==================== truthtable_sweep_ctrl
### Clock network drawn from the DEF, truthtable_sweep_ctrl

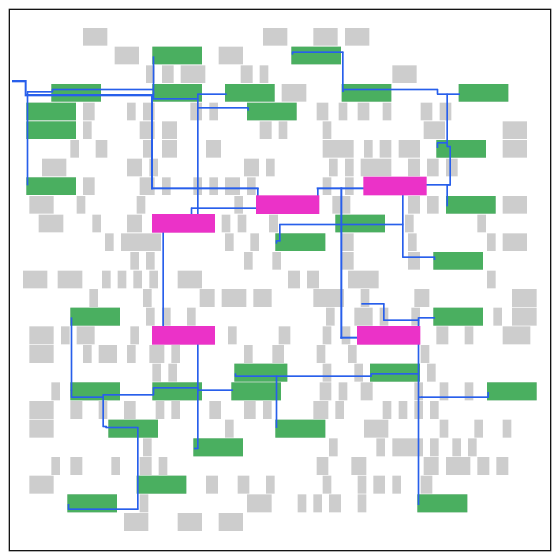
### Register map, names as in the netlist, truthtable_sweep_ctrl

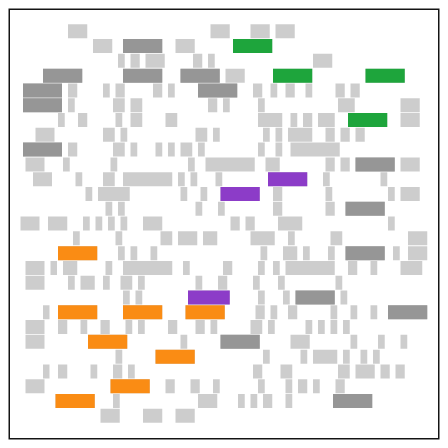
[src/rtl/truthtable_sweep_ctrl_pkg.sv]
// Shared types and constants for the truth-table sweep controller.
// The FSM state encoding, the row geometry and the default expected pattern.
package truthtable_sweep_ctrl_pkg;

    localparam int ROWS  = 8;
    localparam int IDX_W = 3;
    localparam int CNT_W = 4;
    localparam int ERR_W = 4;

    localparam logic [ROWS-1:0] DEFAULT_PATTERN = 8'h4B;

    typedef enum logic [1:0] {
        ST_IDLE = 2'd0,
        ST_RUN  = 2'd1,
        ST_DONE = 2'd2
    } state_t;

endpackage

[src/rtl/truthtable_sweep_ctrl_settle.sv]
// Loadable down-counter that measures the settle time of one row.
// It stops at zero, and o_zero marks the cycle in which f is sampled.
module tt_settle_counter
    import truthtable_sweep_ctrl_pkg::*;
(
    input  logic             i_clk,
    input  logic             i_reset,
    input  logic             i_load,
    input  logic [CNT_W-1:0] i_load_val,
    output logic             o_zero
);

    logic [CNT_W-1:0] r_cnt;

    always_ff @(posedge i_clk) begin
        if (i_reset) begin
            r_cnt <= '0;
        end else if (i_load) begin
            r_cnt <= i_load_val;
        end else if (r_cnt != '0) begin
            r_cnt <= r_cnt - 1'b1;
        end
    end

    assign o_zero = (r_cnt == '0);

endmodule

[src/rtl/truthtable_sweep_ctrl.sv]
// Self-check sequencer for a 3-input truth-table block: it walks rows 0..7,
// samples f after a settle time and compares each sample to an expected pattern.
module truthtable_sweep_ctrl
    import truthtable_sweep_ctrl_pkg::*;
#(
    parameter int              SETTLE_CYCLES = 1,
    parameter logic [ROWS-1:0] RESET_PATTERN = DEFAULT_PATTERN
) (
    input  logic             i_clk,
    input  logic             i_reset,
    input  logic             i_start,
    input  logic             i_cfg_we,
    input  logic [ROWS-1:0]  i_cfg_pattern,
    input  logic             i_f,
    output logic             o_x3,
    output logic             o_x2,
    output logic             o_x1,
    output logic             o_busy,
    output logic             o_done,
    output logic             o_pass,
    output logic [ROWS-1:0]  o_mismatch_mask,
    output logic [ERR_W-1:0] o_err_count
);

    localparam logic [IDX_W-1:0] LAST_ROW = IDX_W'(ROWS - 1);
    localparam logic [CNT_W-1:0] SETTLE   = CNT_W'(SETTLE_CYCLES);

    state_t           r_state;
    state_t           w_state_nxt;
    logic [IDX_W-1:0] r_idx;
    logic [ROWS-1:0]  r_expected;
    logic [ROWS-1:0]  r_mask;
    logic [ERR_W-1:0] r_err;
    logic             r_pass;

    logic             w_idle;
    logic             w_accept;
    logic             w_load;
    logic             w_sample;
    logic             w_mis;
    logic             w_cnt_zero;
    logic [ERR_W-1:0] w_err_nxt;

    tt_settle_counter u_settle (
        .i_clk      (i_clk),
        .i_reset    (i_reset),
        .i_load     (w_load),
        .i_load_val (SETTLE),
        .o_zero     (w_cnt_zero)
    );

    assign w_idle   = (r_state == ST_IDLE);
    assign w_accept = w_idle && i_start;

    always_ff @(posedge i_clk) begin
        if (i_reset) begin
            r_state <= ST_IDLE;
        end else begin
            r_state <= w_state_nxt;
        end
    end

    always_comb begin
        w_state_nxt = r_state;
        w_load      = 1'b0;
        w_sample    = 1'b0;
        case (r_state)
            ST_IDLE: begin
                if (i_start) begin
                    w_state_nxt = ST_RUN;
                    w_load      = 1'b1;
                end
            end
            ST_RUN: begin
                if (w_cnt_zero) begin
                    w_sample = 1'b1;
                    if (r_idx == LAST_ROW) begin
                        w_state_nxt = ST_DONE;
                    end else begin
                        w_load = 1'b1;
                    end
                end
            end
            ST_DONE: begin
                w_state_nxt = ST_IDLE;
            end
            default: begin
                w_state_nxt = ST_IDLE;
            end
        endcase
    end

    assign w_mis     = w_sample && (i_f != r_expected[r_idx]);
    assign w_err_nxt = r_err + {{(ERR_W-1){1'b0}}, w_mis};

    // Pass is resolved on the edge into DONE so it is already valid in the done cycle.
    always_ff @(posedge i_clk) begin
        if (i_reset) begin
            r_idx      <= '0;
            r_expected <= RESET_PATTERN;
            r_mask     <= '0;
            r_err      <= '0;
            r_pass     <= 1'b0;
        end else begin
            if (w_idle && i_cfg_we) begin
                r_expected <= i_cfg_pattern;
            end
            if (w_accept) begin
                r_idx  <= '0;
                r_mask <= '0;
                r_err  <= '0;
                r_pass <= 1'b0;
            end else if (w_sample) begin
                if (w_mis) begin
                    r_mask[r_idx] <= 1'b1;
                end
                r_err <= w_err_nxt;
                if (r_idx == LAST_ROW) begin
                    r_pass <= (w_err_nxt == '0);
                end else begin
                    r_idx <= r_idx + 1'b1;
                end
            end
        end
    end

    assign o_x3            = r_idx[2];
    assign o_x2            = r_idx[1];
    assign o_x1            = r_idx[0];
    assign o_busy          = (r_state == ST_RUN);
    assign o_done          = (r_state == ST_DONE);
    assign o_pass          = r_pass;
    assign o_mismatch_mask = r_mask;
    assign o_err_count     = r_err;

endmodule

[config.mk]
export PLATFORM = sky130hd
export DESIGN_NAME = truthtable_sweep_ctrl
export DESIGN_NICKNAME = d
export VERILOG_FILES = /design/src/rtl/truthtable_sweep_ctrl_pkg.sv /design/src/rtl/truthtable_sweep_ctrl_settle.sv /design/src/rtl/truthtable_sweep_ctrl.sv
export SDC_FILE = /design/constraint.sdc
export NUM_CORES = 1
export LEC_CHECK = 0
export ABC_AREA = 1
export ABC_CLOCK_PERIOD_IN_PS = 2450
export CAP_MARGIN = 20
export CELL_PAD_IN_SITES_DETAIL_PLACEMENT = 1
export CELL_PAD_IN_SITES_GLOBAL_PLACEMENT = 2
export CORE_UTILIZATION = 25
export CTS_BUF_LIST = sky130_fd_sc_hd__clkbuf_16
export CTS_CLUSTER_DIAMETER = 50
export CTS_CLUSTER_SIZE = 20
export DETAILED_ROUTE_END_ITERATION = 8
export PLACE_DENSITY_LB_ADDON = 0.1
export RECOVER_POWER = 25
export SLEW_MARGIN = 20
export SYNTH_ARGS = -nofsm -noshare
export SYNTH_HDL_FRONTEND = slang
export SYNTH_HIERARCHICAL = 1
export SYNTH_SLANG_ARGS = --single-unit
export TNS_END_PERCENT = 5
[constraint.sdc]
create_clock -name i_clk -period 2.45 [get_ports i_clk]
set_input_delay 0.245 -clock i_clk [delete_from_list [all_inputs] [get_ports i_clk]]
set_output_delay 0.245 -clock i_clk [all_outputs]
set_load 0.005 [all_outputs]
==> CHANGELOG.md <==
### Physical design

- Number of antenna violations at the first check in global routing: 0
- Number of synthesized flops with an enable pin: 0
- GR met1 Demand/Resource: 0.177
- Met3 Routed Length: 112 µm
- Tapcells inserted: 72
- Simple-Gate Fraction of Synth Area: 0.289
- Power spent charging and discharging nets: 456 µW
- Ant diodes: 0
- Fin Setup TNS: 0 ns
- Count of plain and timing-repair buffers: 33
- Met2 wire len: 1580 µm
- Top cells by instance count after synthesis: sky130_fd_sc_hd__nand2_1 (41), sky130_fd_sc_hd__inv_1 (33), sky130_fd_sc_hd__dfxtp_1 (30)
- Final clock-cell share: 0.0644
- Data arrival time of the worst path: 2.29 ns
- Final Cycle Share: 0.855
- Adder-cell share of the synthesized area: 0.0425
- Fraction of layout cells with a size suffix above 1: 0.0810
- Number of violations of the max-capacitance limit: 0
- Placeable core region: roughly 5600 µm²
- Family with the most delay on the worst path: simple AND/OR/NAND/NOR gates
- HP Class: register to register
- Yosys top cell by instances: sky130_fd_sc_hd__nand2_1
- Peak per-stage delay on the critical path: between 0.4 and 0.5 ns
- Non-Clock Buffer Area Fraction: 0.161
- Total Die Area: 6200 µm²
- Clock tree from TritonCTS: built
- Critical setup path kind: register to register
- Outcome: completed
- Number of global-route vias before repair: 1431
- Min setup slack post-route: 0.356 ns
- Total design power: about 1.5 mW
- Beginning of the worst register-to-register path: r_idx[2]
- Setup repair after global routing missed its margin: no
- Comb group: 365 µW
- Nets: 266
- Number of port buffers: 30
- Clk slew on worst S/H paths: 0.05 ns
- Number of clock buffer instances in the layout: 5
- Combinational Gates: 143
- Cells after Synth: 209
- Largest non-sequential cell family by area: simple AND/OR/NAND/NOR gates
- Fillers: 714
- Top routing layer in use: met4
- Period minus WS final: 2.09 ns
## Picture notes: 'Clock network drawn from the DEF' of truthtable_sweep_ctrl
Key: clock wires = blue [length 465 µm]; clock drivers = magenta [count 5]; flip-flops = green [count 30]
Position of the flops: widely spread.
fraction of power consumed by the clock network: 0.372
reported clock group power: 554 µW
later-pin clock latency in the skew report: 0.27 ns
clock tree skew after final layout: 0.00216 ns

## Picture notes: 'Register map, names as in the netlist' of truthtable_sweep_ctrl
Key: r_expected = orange [flops 8, where south-west]; r_idx = purple [flops 3]; o_err_count = green [flops 4, where north-east]
final standard cell utilization of the core: 0.359
area taken by flip-flops and latches: 602 µm²
flop share of the area: 0.301
Flop+latch power: 572 µW


==================== pico_issue_driver_flat
**config.mk**
```make
export PLATFORM = sky130hd
export DESIGN_NAME = pico_issue_driver_flat
export DESIGN_NICKNAME = d
export VERILOG_FILES = /design/src/rtl/pico_issue_driver_if.sv /design/src/rtl/pico_issue_driver.sv /design/src/flat_wrapper.sv
export SDC_FILE = /design/constraint.sdc
export NUM_CORES = 1
export LEC_CHECK = 0
export CAP_MARGIN = 5
export CORE_AREA = 2 2 195 197
export DETAILED_ROUTE_END_ITERATION = 8
export DIE_AREA = 0 0 197 199
export HOLD_SLACK_MARGIN = 0.02
export SETUP_SLACK_MARGIN = 0.3
export SKIP_CTS_REPAIR_TIMING = 1
export SYNTH_ARGS = -nofsm -noshare
export SYNTH_HDL_FRONTEND = slang
export SYNTH_SLANG_ARGS = --single-unit
```
**constraint.sdc**
```tcl
create_clock -name clk -period 3.4 [get_ports clk]
set_input_delay 0.34 -clock clk [delete_from_list [all_inputs] [get_ports clk]]
set_output_delay 0.34 -clock clk [all_outputs]
set_load 0.005 [all_outputs]
```
**src/rtl/pico_issue_driver_if.sv**
```systemverilog
`default_nettype none
// ============================================================================
// Module      : pico_issue_driver_if
// Description : Pin-level bus between the issue driver and the pico core.
//               master = issue driver, slave = core (or core model).
// Revision    : 1.0 - initial release
// ============================================================================
interface pico_issue_driver_if;
  logic [7:0] core_ui;   // bit7 strobe, [6:0] instruction low bits
  logic [7:0] core_uio;  // instruction high bits
  logic [7:0] core_uo;   // result byte from the core
  logic [7:0] core_dbg;  // bit3 valid, [2:0] rd

  modport master (output core_ui, output core_uio, input core_uo, input core_dbg);
  modport slave  (input core_ui, input core_uio, output core_uo, output core_dbg);
endinterface
`default_nettype wire

```
**src/rtl/pico_issue_driver.sv**
```systemverilog
`default_nettype none
// ============================================================================
// Module      : pico_issue_driver
// Description : Host-side initiator for the pico core instruction interface.
//               Issues a stored program one 15-bit word at a time using the
//               ui[7] strobe protocol, waits for the core valid flag and
//               captures each result byte into a result memory.
//               Optional macro STEP_MODE_EN adds single-step (HOLD) support.
// Revision    : 1.0 - initial release
// ============================================================================
module pico_issue_driver #(
  parameter int DEPTH   = 16,
  parameter int AW      = 4,
  parameter int SETTLE  = 1,
  parameter int TIMEOUT = 15
) (
  input  wire           clk,
  input  wire           rst,
  input  wire           prog_we,
  input  wire  [AW-1:0] prog_addr,
  input  wire  [14:0]   prog_wdata,
  input  wire  [AW:0]   prog_len,
  input  wire           start,
  input  wire           abort,
`ifdef STEP_MODE_EN
  input  wire           step,
  input  wire           step_mode,
`endif
  output logic          busy,
  output logic          done,
  output logic          error,
  output logic [AW-1:0] issue_idx,
  input  wire  [AW-1:0] res_addr,
  output logic [7:0]    res_data,
  pico_issue_driver_if.master core
);

  typedef enum logic [2:0] {
    S_IDLE    = 3'd0,
    S_ISSUE   = 3'd1,
    S_GAP     = 3'd2,
    S_SETTLE  = 3'd3,
    S_CAPTURE = 3'd4,
    S_HOLD    = 3'd5
  } state_t;

  state_t        state_q, state_d;
  logic [AW-1:0] idx_q, idx_d;
  logic [AW:0]   len_q, len_d;
  logic [7:0]    wait_q, wait_d;
  logic [2:0]    settle_q, settle_d;
  logic          error_q, error_d;
  logic          done_q, done_d;
  logic [14:0]   instr_q, instr_d;
  logic          prog_wr, res_wr;
  logic          valid;

  logic [14:0]   prog_q [DEPTH];
  logic [7:0]    res_q  [DEPTH];

  // Only the valid bit of the debug byte matters to the driver.
  logic unused_dbg;
  assign unused_dbg = ^{core.core_dbg[7:4], core.core_dbg[2:0]};
  assign valid      = core.core_dbg[3];

  // Next-state, counter and memory-write decisions for the issue sequencer.
  always_comb begin
    state_d  = state_q;
    idx_d    = idx_q;
    len_d    = len_q;
    wait_d   = wait_q;
    settle_d = settle_q;
    error_d  = error_q;
    done_d   = 1'b0;
    instr_d  = instr_q;
    res_wr   = 1'b0;
    prog_wr  = prog_we && (state_q == S_IDLE);

    unique case (state_q)
      S_IDLE: begin
        if (start) begin
          error_d = 1'b0;
          if (prog_len == '0) begin
            done_d = 1'b1;
          end else begin
            len_d   = prog_len;
            idx_d   = '0;
            state_d = S_ISSUE;
          end
        end
      end
      S_ISSUE: begin
        wait_d  = '0;
        state_d = S_GAP;
      end
      S_GAP: begin
        wait_d = wait_q + 8'd1;
        // The first GAP cycle still shows the previous instruction's valid.
        if ((wait_q != 8'd0) && valid) begin
          if (SETTLE == 0) begin
            state_d = S_CAPTURE;
          end else begin
            settle_d = 3'(SETTLE);
            state_d  = S_SETTLE;
          end
        end else if ((wait_q + 8'd1) == 8'(TIMEOUT)) begin
          error_d = 1'b1;
          done_d  = 1'b1;
          state_d = S_IDLE;
        end
      end
      S_SETTLE: begin
        if (settle_q <= 3'd1) begin
          state_d = S_CAPTURE;
        end else begin
          settle_d = settle_q - 3'd1;
        end
      end
      S_CAPTURE: begin
        res_wr = 1'b1;
        // Extra bit on the compare keeps len == DEPTH from wrapping.
        if (({1'b0, idx_q} + (AW+1)'(1)) == len_q) begin
          done_d  = 1'b1;
          state_d = S_IDLE;
        end else begin
          idx_d   = idx_q + AW'(1);
`ifdef STEP_MODE_EN
          state_d = step_mode ? S_HOLD : S_ISSUE;
`else
          state_d = S_ISSUE;
`endif
        end
      end
`ifdef STEP_MODE_EN
      S_HOLD: begin
        if (step) state_d = S_ISSUE;
      end
`endif
      default: state_d = S_IDLE;
    endcase

    // Abort wins over everything except when already idle.
    if (abort && (state_q != S_IDLE)) begin
      state_d = S_IDLE;
      done_d  = 1'b1;
      res_wr  = 1'b0;
      error_d = error_q;
    end

    // Latch the word on entry to ISSUE so the bits stay put through GAP.
    if (state_d == S_ISSUE) instr_d = prog_q[idx_d];
  end

  // Sequencer state and counters, asynchronously reset.
  always_ff @(posedge clk or posedge rst) begin
    if (rst) begin
      state_q  <= S_IDLE;
      idx_q    <= '0;
      len_q    <= '0;
      wait_q   <= '0;
      settle_q <= '0;
      error_q  <= 1'b0;
      done_q   <= 1'b0;
      instr_q  <= '0;
    end else begin
      state_q  <= state_d;
      idx_q    <= idx_d;
      len_q    <= len_d;
      wait_q   <= wait_d;
      settle_q <= settle_d;
      error_q  <= error_d;
      done_q   <= done_d;
      instr_q  <= instr_d;
    end
  end

  // Program and result memories; contents survive reset.
  always_ff @(posedge clk) begin
    if (prog_wr) prog_q[prog_addr] <= prog_wdata;
    if (res_wr)  res_q[idx_q]      <= core.core_uo;
  end

  assign busy          = (state_q != S_IDLE);
  assign done          = done_q;
  assign error         = error_q;
  assign issue_idx     = idx_q;
  assign res_data      = res_q[res_addr];
  assign core.core_ui  = {(state_q == S_ISSUE), instr_q[6:0]};
  assign core.core_uio = instr_q[14:7];

endmodule
`default_nettype wire
```
**src/flat_wrapper.sv**
```systemverilog
// flat-port wrapper written by rule: the top's interface ports become plain ports
module pico_issue_driver_flat 
#(
  parameter int DEPTH   = 16,
  parameter int AW      = 4,
  parameter int SETTLE  = 1,
  parameter int TIMEOUT = 15
)
  (clk, rst, prog_we, prog_addr, prog_wdata, prog_len, start, abort, busy, done, error, issue_idx, res_addr, res_data, core_core_ui, core_core_uio, core_core_uo, core_core_dbg);
  pico_issue_driver_if core_i ();
  input  wire clk;
  input  wire rst;
  input  wire prog_we;
  input  wire  [AW-1:0] prog_addr;
  input  wire  [14:0] prog_wdata;
  input  wire  [AW:0] prog_len;
  input  wire start;
  input  wire abort;
  output logic busy;
  output logic done;
  output logic error;
  output logic [AW-1:0] issue_idx;
  input  wire  [AW-1:0] res_addr;
  output logic [7:0] res_data;
  output wire logic [$bits(core_i.core_ui)-1:0] core_core_ui;
  output wire logic [$bits(core_i.core_uio)-1:0] core_core_uio;
  input wire logic [$bits(core_i.core_uo)-1:0] core_core_uo;
  input wire logic [$bits(core_i.core_dbg)-1:0] core_core_dbg;
  assign core_core_ui = core_i.core_ui;
  assign core_core_uio = core_i.core_uio;
  assign core_i.core_uo = core_core_uo;
  assign core_i.core_dbg = core_core_dbg;
  pico_issue_driver #(.DEPTH(DEPTH), .AW(AW), .SETTLE(SETTLE), .TIMEOUT(TIMEOUT)) u_core (.clk(clk), .rst(rst), .prog_we(prog_we), .prog_addr(prog_addr), .prog_wdata(prog_wdata), .prog_len(prog_len), .start(start), .abort(abort), .busy(busy), .done(done), .error(error), .issue_idx(issue_idx), .res_addr(res_addr), .res_data(res_data), .core(core_i));
endmodule
```
### The metal 4 layer, pico_issue_driver_flat

The bar under the picture is 50 µm long. Supply wires on this layer in gray.
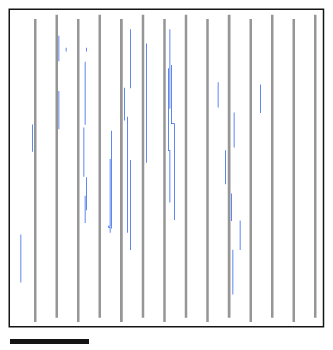
The wires run mostly vertical. 14 nets have wire on it. The layer carries 942 µm of wire. The layer holds 2.5% of the routed length.
routed vias: 9528
total routed wirelength: 37900 µm

==> CHANGELOG.md <==
### Physical design

- Average cell area after synthesis: 16.0 µm²
- Total number of placement rows: 71
- Simple-Gate Fraction of Synth Area: 0.0842
- Fin Setup TNS: 0 ns
- Starting density of the core: 0.445
- Most common cell after layout, fill and taps aside: sky130_fd_sc_hd__edfxtp_1
- Combinational Gates: 556
- Flop share of the area: 0.598
- Post-route ant nets: 0
- Cell at the root of the clock tree: sky130_fd_sc_hd__clkbuf_16
- Flop+latch power: around 5.9 mW
- Most used routing layer in global routing: met2
- Number of buffer and inverter instances along the worst setup path: 4
- HP Class: input port to asynchronous set/reset pin
- Combined area of all synthesized cells: roughly 17000 µm²
- Top Layout Cells: sky130_fd_sc_hd__edfxtp_1 (368), sky130_fd_sc_hd__nand2_1 (158), sky130_fd_sc_hd__buf_4 (75), sky130_fd_sc_hd__mux2i_1 (71), sky130_fd_sc_hd__clkdlybuf4s50_1 (71)
- Post-synthesis compound-gate area fraction: 0.0568
- Setup WS pre-CTS: 0.0557 ns
- Cells after Synth: 1033
- Synth top area share: 0.669
- GR met1 Demand/Resource: 0.252
- Grt met2 use: 0.325
- Outcome: completed
- Cell area after placement: 18300 µm²
- Count of instantiated cells in the yosys netlist: 1033
- Primary flip-flop cell chosen by synthesis mapping: sky130_fd_sc_hd__edfxtp_1
- Remaining design rule violation count: 0
- Min setup slack post-route: 0.417 ns
- Clock tree skew after final layout: 0.0187 ns
- Pwr/cell area: between 600 and 700 nW/µm²
- Final Hold Fails: 0
- Number of DRC markers in iteration 0: 705
- Number of clock buffer instances in the layout: ~64

==================== dsp_mac_sequencer
===== src/rtl/dsp_mac_sequencer_pkg.sv =====
// Shared types and constants for the DSP-slice dot-product sequencer.
package dsp_mac_sequencer_pkg;

  typedef enum logic [2:0] {
    IDLE   = 3'd0,
    ACCUM  = 3'd1,
    FLUSH1 = 3'd2,
    FLUSH2 = 3'd3,
    RESULT = 3'd4
  } mac_state_e;

  // OPMODE encodings: bit 0 selects X=M, bit 3 selects Z=P.
  localparam logic [7:0] OPMODE_FIRST = 8'h01;
  localparam logic [7:0] OPMODE_ACC   = 8'h09;
  localparam logic [7:0] OPMODE_HOLD  = 8'h08;

  // Clock-enabled edges between an operand beat and P capturing its product.
  localparam int SLICE_DEPTH = 2;

  localparam int OPND_W = 18;
  localparam int ACC_W  = 48;

endpackage


===== src/rtl/dsp_mac_sequencer_beat.sv =====
// Tracks which slice-enabled edges load P with an element of the current
// vector and accumulates the sticky carry-out flag from those captures.
module mac_beat_tracker
  import dsp_mac_sequencer_pkg::*;
(
  input  logic clk,
  input  logic rst_n,
  input  logic ce_i,
  input  logic beat_i,
  input  logic first_beat_i,
  input  logic carryout_i,
  output logic ovf_o
);

  logic [SLICE_DEPTH-1:0] bv_q, bv_d;
  logic                   cap_q, cap_d;
  logic                   ovf_q, ovf_d;

  always_comb begin
    bv_d  = bv_q;
    cap_d = ce_i & bv_q[SLICE_DEPTH-1];
    ovf_d = ovf_q;
    if (ce_i) bv_d = {bv_q[SLICE_DEPTH-2:0], beat_i};
    // CARRYOUT is registered alongside P, so it is valid the cycle after capture.
    if (first_beat_i)             ovf_d = 1'b0;
    else if (cap_q && carryout_i) ovf_d = 1'b1;
  end

  always_ff @(posedge clk) begin
    if (!rst_n) begin
      bv_q  <= '0;
      cap_q <= 1'b0;
      ovf_q <= 1'b0;
    end else begin
      bv_q  <= bv_d;
      cap_q <= cap_d;
      ovf_q <= ovf_d;
    end
  end

  assign ovf_o = ovf_q | (cap_q & carryout_i);

endmodule


===== src/rtl/dsp_mac_sequencer.sv =====
// Streams operand pairs into a pipelined DSP slice (A1/B1, M, P, OPMODE regs)
// and returns the accumulated dot product, element count and overflow flag.
module dsp_mac_sequencer
  import dsp_mac_sequencer_pkg::*;
#(
  parameter int CNT_W = 16
) (
  input  logic              clk,
  input  logic              rst_n,
  input  logic              s_valid,
  output logic              s_ready,
  input  logic [OPND_W-1:0] s_a,
  input  logic [OPND_W-1:0] s_b,
  input  logic              s_last,
  output logic [OPND_W-1:0] dsp_a,
  output logic [OPND_W-1:0] dsp_b,
  output logic [OPND_W-1:0] dsp_d,
  output logic [ACC_W-1:0]  dsp_c,
  output logic [7:0]        dsp_opmode,
  output logic              dsp_ce,
  output logic              dsp_rst,
  input  logic [ACC_W-1:0]  dsp_p,
  input  logic              dsp_carryout,
  output logic              res_valid,
  input  logic              res_ready,
  output logic [ACC_W-1:0]  res_data,
  output logic [CNT_W-1:0]  res_count,
  output logic              res_ovf,
  output mac_state_e        dbg_state
);

  // Handshakes: s_* and res_* transfer on a cycle where valid and ready are
  // both high; res_valid/res_data hold steady until res_ready is seen.

  mac_state_e       state_q, state_d;
  logic [7:0]       pend_op_q, pend_op_d;
  logic [CNT_W-1:0] count_q, count_d;
  logic             beat;
  logic             first_beat;
  logic             ovf;

  always_comb begin
    state_d    = state_q;
    pend_op_d  = pend_op_q;
    count_d    = count_q;
    s_ready    = rst_n && (state_q == IDLE || state_q == ACCUM);
    beat       = s_valid && s_ready;
    first_beat = beat && (state_q == IDLE);
    dsp_ce     = 1'b0;
    dsp_a      = '0;
    dsp_b      = '0;
    dsp_opmode = OPMODE_HOLD;
    res_valid  = 1'b0;

    if (beat) begin
      dsp_ce    = 1'b1;
      dsp_a     = s_a;
      dsp_b     = s_b;
      // An element's OPMODE trails its operands by one enabled cycle.
      pend_op_d = first_beat ? OPMODE_FIRST : OPMODE_ACC;
      if (first_beat)          count_d = CNT_W'(1);
      else if (count_q != '1)  count_d = count_q + 1'b1;
    end

    case (state_q)
      IDLE: begin
        if (beat) state_d = s_last ? FLUSH1 : ACCUM;
      end
      ACCUM: begin
        dsp_opmode = pend_op_q;
        if (beat && s_last) state_d = FLUSH1;
      end
      FLUSH1: begin
        dsp_ce     = 1'b1;
        dsp_opmode = pend_op_q;
        state_d    = FLUSH2;
      end
      FLUSH2: begin
        dsp_ce  = 1'b1;
        state_d = RESULT;
      end
      RESULT: begin
        res_valid = 1'b1;
        if (res_ready) state_d = IDLE;
      end
      default: state_d = IDLE;
    endcase

    if (!rst_n) begin
      dsp_ce     = 1'b0;
      dsp_opmode = OPMODE_HOLD;
      res_valid  = 1'b0;
    end
  end

  always_ff @(posedge clk) begin
    if (!rst_n) begin
      state_q   <= IDLE;
      pend_op_q <= OPMODE_HOLD;
      count_q   <= '0;
    end else begin
      state_q   <= state_d;
      pend_op_q <= pend_op_d;
      count_q   <= count_d;
    end
  end

  mac_beat_tracker u_beat_tracker (
    .clk          (clk),
    .rst_n        (rst_n),
    .ce_i         (dsp_ce),
    .beat_i       (beat),
    .first_beat_i (first_beat),
    .carryout_i   (dsp_carryout),
    .ovf_o        (ovf)
  );

  assign dsp_rst   = ~rst_n;
  assign dsp_d     = '0;
  assign dsp_c     = '0;
  assign res_data  = dsp_p;
  assign res_count = rst_n ? count_q : '0;
  assign res_ovf   = rst_n & ovf;
  assign dbg_state = state_q;

endmodule


===== config.mk =====
export PLATFORM = sky130hd
export DESIGN_NAME = dsp_mac_sequencer
export DESIGN_NICKNAME = d
export VERILOG_FILES = /design/src/rtl/dsp_mac_sequencer_pkg.sv /design/src/rtl/dsp_mac_sequencer_beat.sv /design/src/rtl/dsp_mac_sequencer.sv
export SDC_FILE = /design/constraint.sdc
export NUM_CORES = 1
export LEC_CHECK = 0
export CAP_MARGIN = 10
export CORE_MARGIN = 3
export CORE_UTILIZATION = 27
export CTS_CLUSTER_DIAMETER = 50
export DETAILED_ROUTE_END_ITERATION = 16
export MAX_ROUTING_LAYER = met4
export PLACE_DENSITY = 0.79
export SKIP_LAST_GASP = 1
export SLEW_MARGIN = 20
export SYNTH_ARGS = -nofsm -noshare
export SYNTH_HDL_FRONTEND = slang
export SYNTH_SLANG_ARGS = --single-unit
export TNS_END_PERCENT = 50

===== constraint.sdc =====
create_clock -name clk -period 1.6 [get_ports clk]
set_input_delay 0.24 -clock clk [delete_from_list [all_inputs] [get_ports clk]]
set_output_delay 0.24 -clock clk [all_outputs]
set_load 0.01 [all_outputs]

### Wire density map, dsp_mac_sequencer

The bar under the picture is 20 µm long. 21 x 21 tiles, from dark purple (low) to yellow (high), scaled to the fullest tile. Values are wire area over tile area, all layers added.
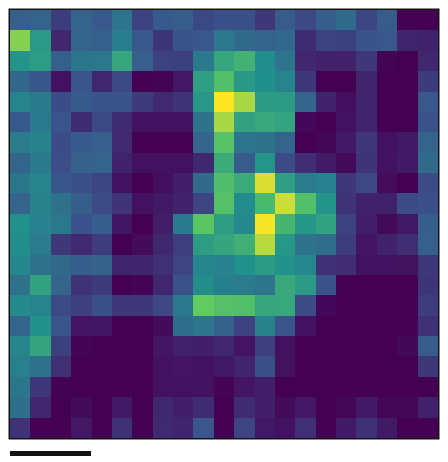
The mean over all tiles is 0.12. The emptiest ninth of the die: south-east. The densest ninth of the die: center.
Routed wire per std cell: 14.2 µm
total routed wirelength: 8070 µm
routed vias: 2414

==> CHANGELOG.md <==
### Physical design

- Synth Seq Share: 0.189
- Outcome: complete, but fails checks
- First-pass GRT wire length: 12400 µm
- Final count of negative-setup-slack endpoints: 43
- Top routing layer in use: met4
- Seq Cell Count: 25
- Most common cell after layout, fill and taps aside: sky130_fd_sc_hd__conb_1
- Max Fanout on Critical Path: 8
- Flop share of the area: 0.134
- Number of sinks driven by the clock tree: 25
- Failing checks: negative setup slack
- Remaining design rule violation count: 0
- Num ports: 272
- Critical path depth in cells: 7
- Comb group: 638 µW
- Largest non-sequential cell family by area: buffers and inverters
- CP endpoint: dsp_a[17]
- Tool warnings: 29
- Adder-cell share of the synthesized area: 0.00472
- Combinational group share of total power: 0.383
- Worst Reg-to-Reg Cells: 5
- Final weighted congestion of routability-driven global placement: around 0.9
- Number of violations of the max-capacitance limit: 0
- Register-to-register setup slack: 0.02 ns
- Number of non-clock inverters in the layout: 12
- HP Class: register to register
- Number of flip-flops under the largest register name: 16
- Number of optimization iterations in the first detailed-route pass: 4
- Fillers: 924
- GR met1 Demand/Resource: 0.156
- Cells on Worst Hold Path: 2
- Capture instance of the worst register-to-register path: count_q[12]
- Post-route ant nets: 0
- Setup WS pre-CTS: -0.518 ns
- Number of antenna violations at the first check in global routing: 0
- Critical setup path kind: register to output pin
- Min setup slack post-route: -0.131 ns
- Critical path's most frequent cell: sky130_fd_sc_hd__buf_12
- Cell area after placement: 3430 µm²
- Remaining global-route overflow: 0
- Pin count of the biggest net entering global routing: 18
- Power spent charging and discharging nets: between 500 and 600 µW
- Period minus WS final: ~1.7 ns
### Clock network drawn from the DEF, dsp_mac_sequencer

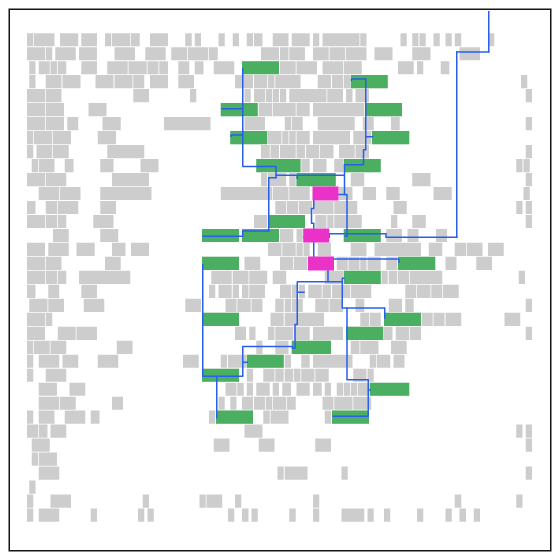
Key: flip-flops = green [count 25]; clock wires = blue [length 362 µm]; clock drivers = magenta [count 3]
There are 4 routed clock nets.
later-pin clock latency in the skew report: 0.27 ns
fraction of power consumed by the clock network: 0.227
clock tree skew after final layout: 0.00753 ns



==> screenshots <==
Placement view.
image #1
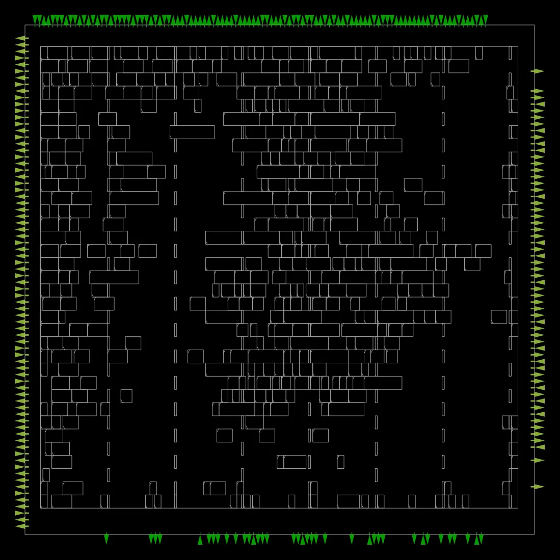
image #2
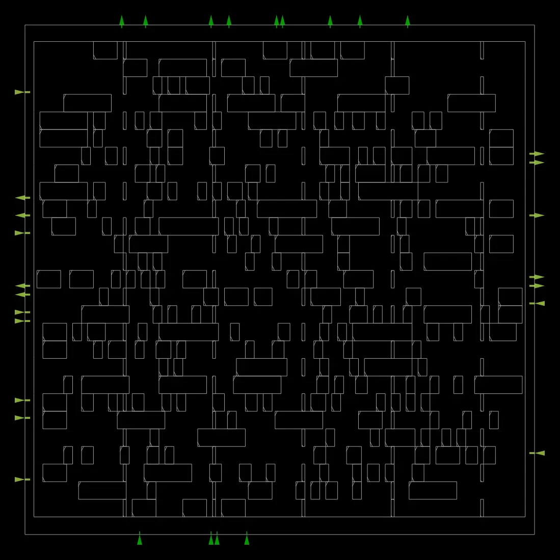
image #3
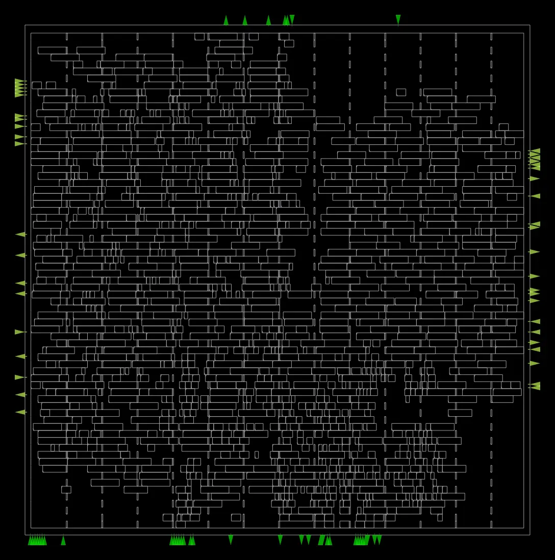
- pico_issue_driver_flat = image #3
- truthtable_sweep_ctrl = image #2
- dsp_mac_sequencer = image #1

No activity file was given, so power comes from the tool's default toggle rates.
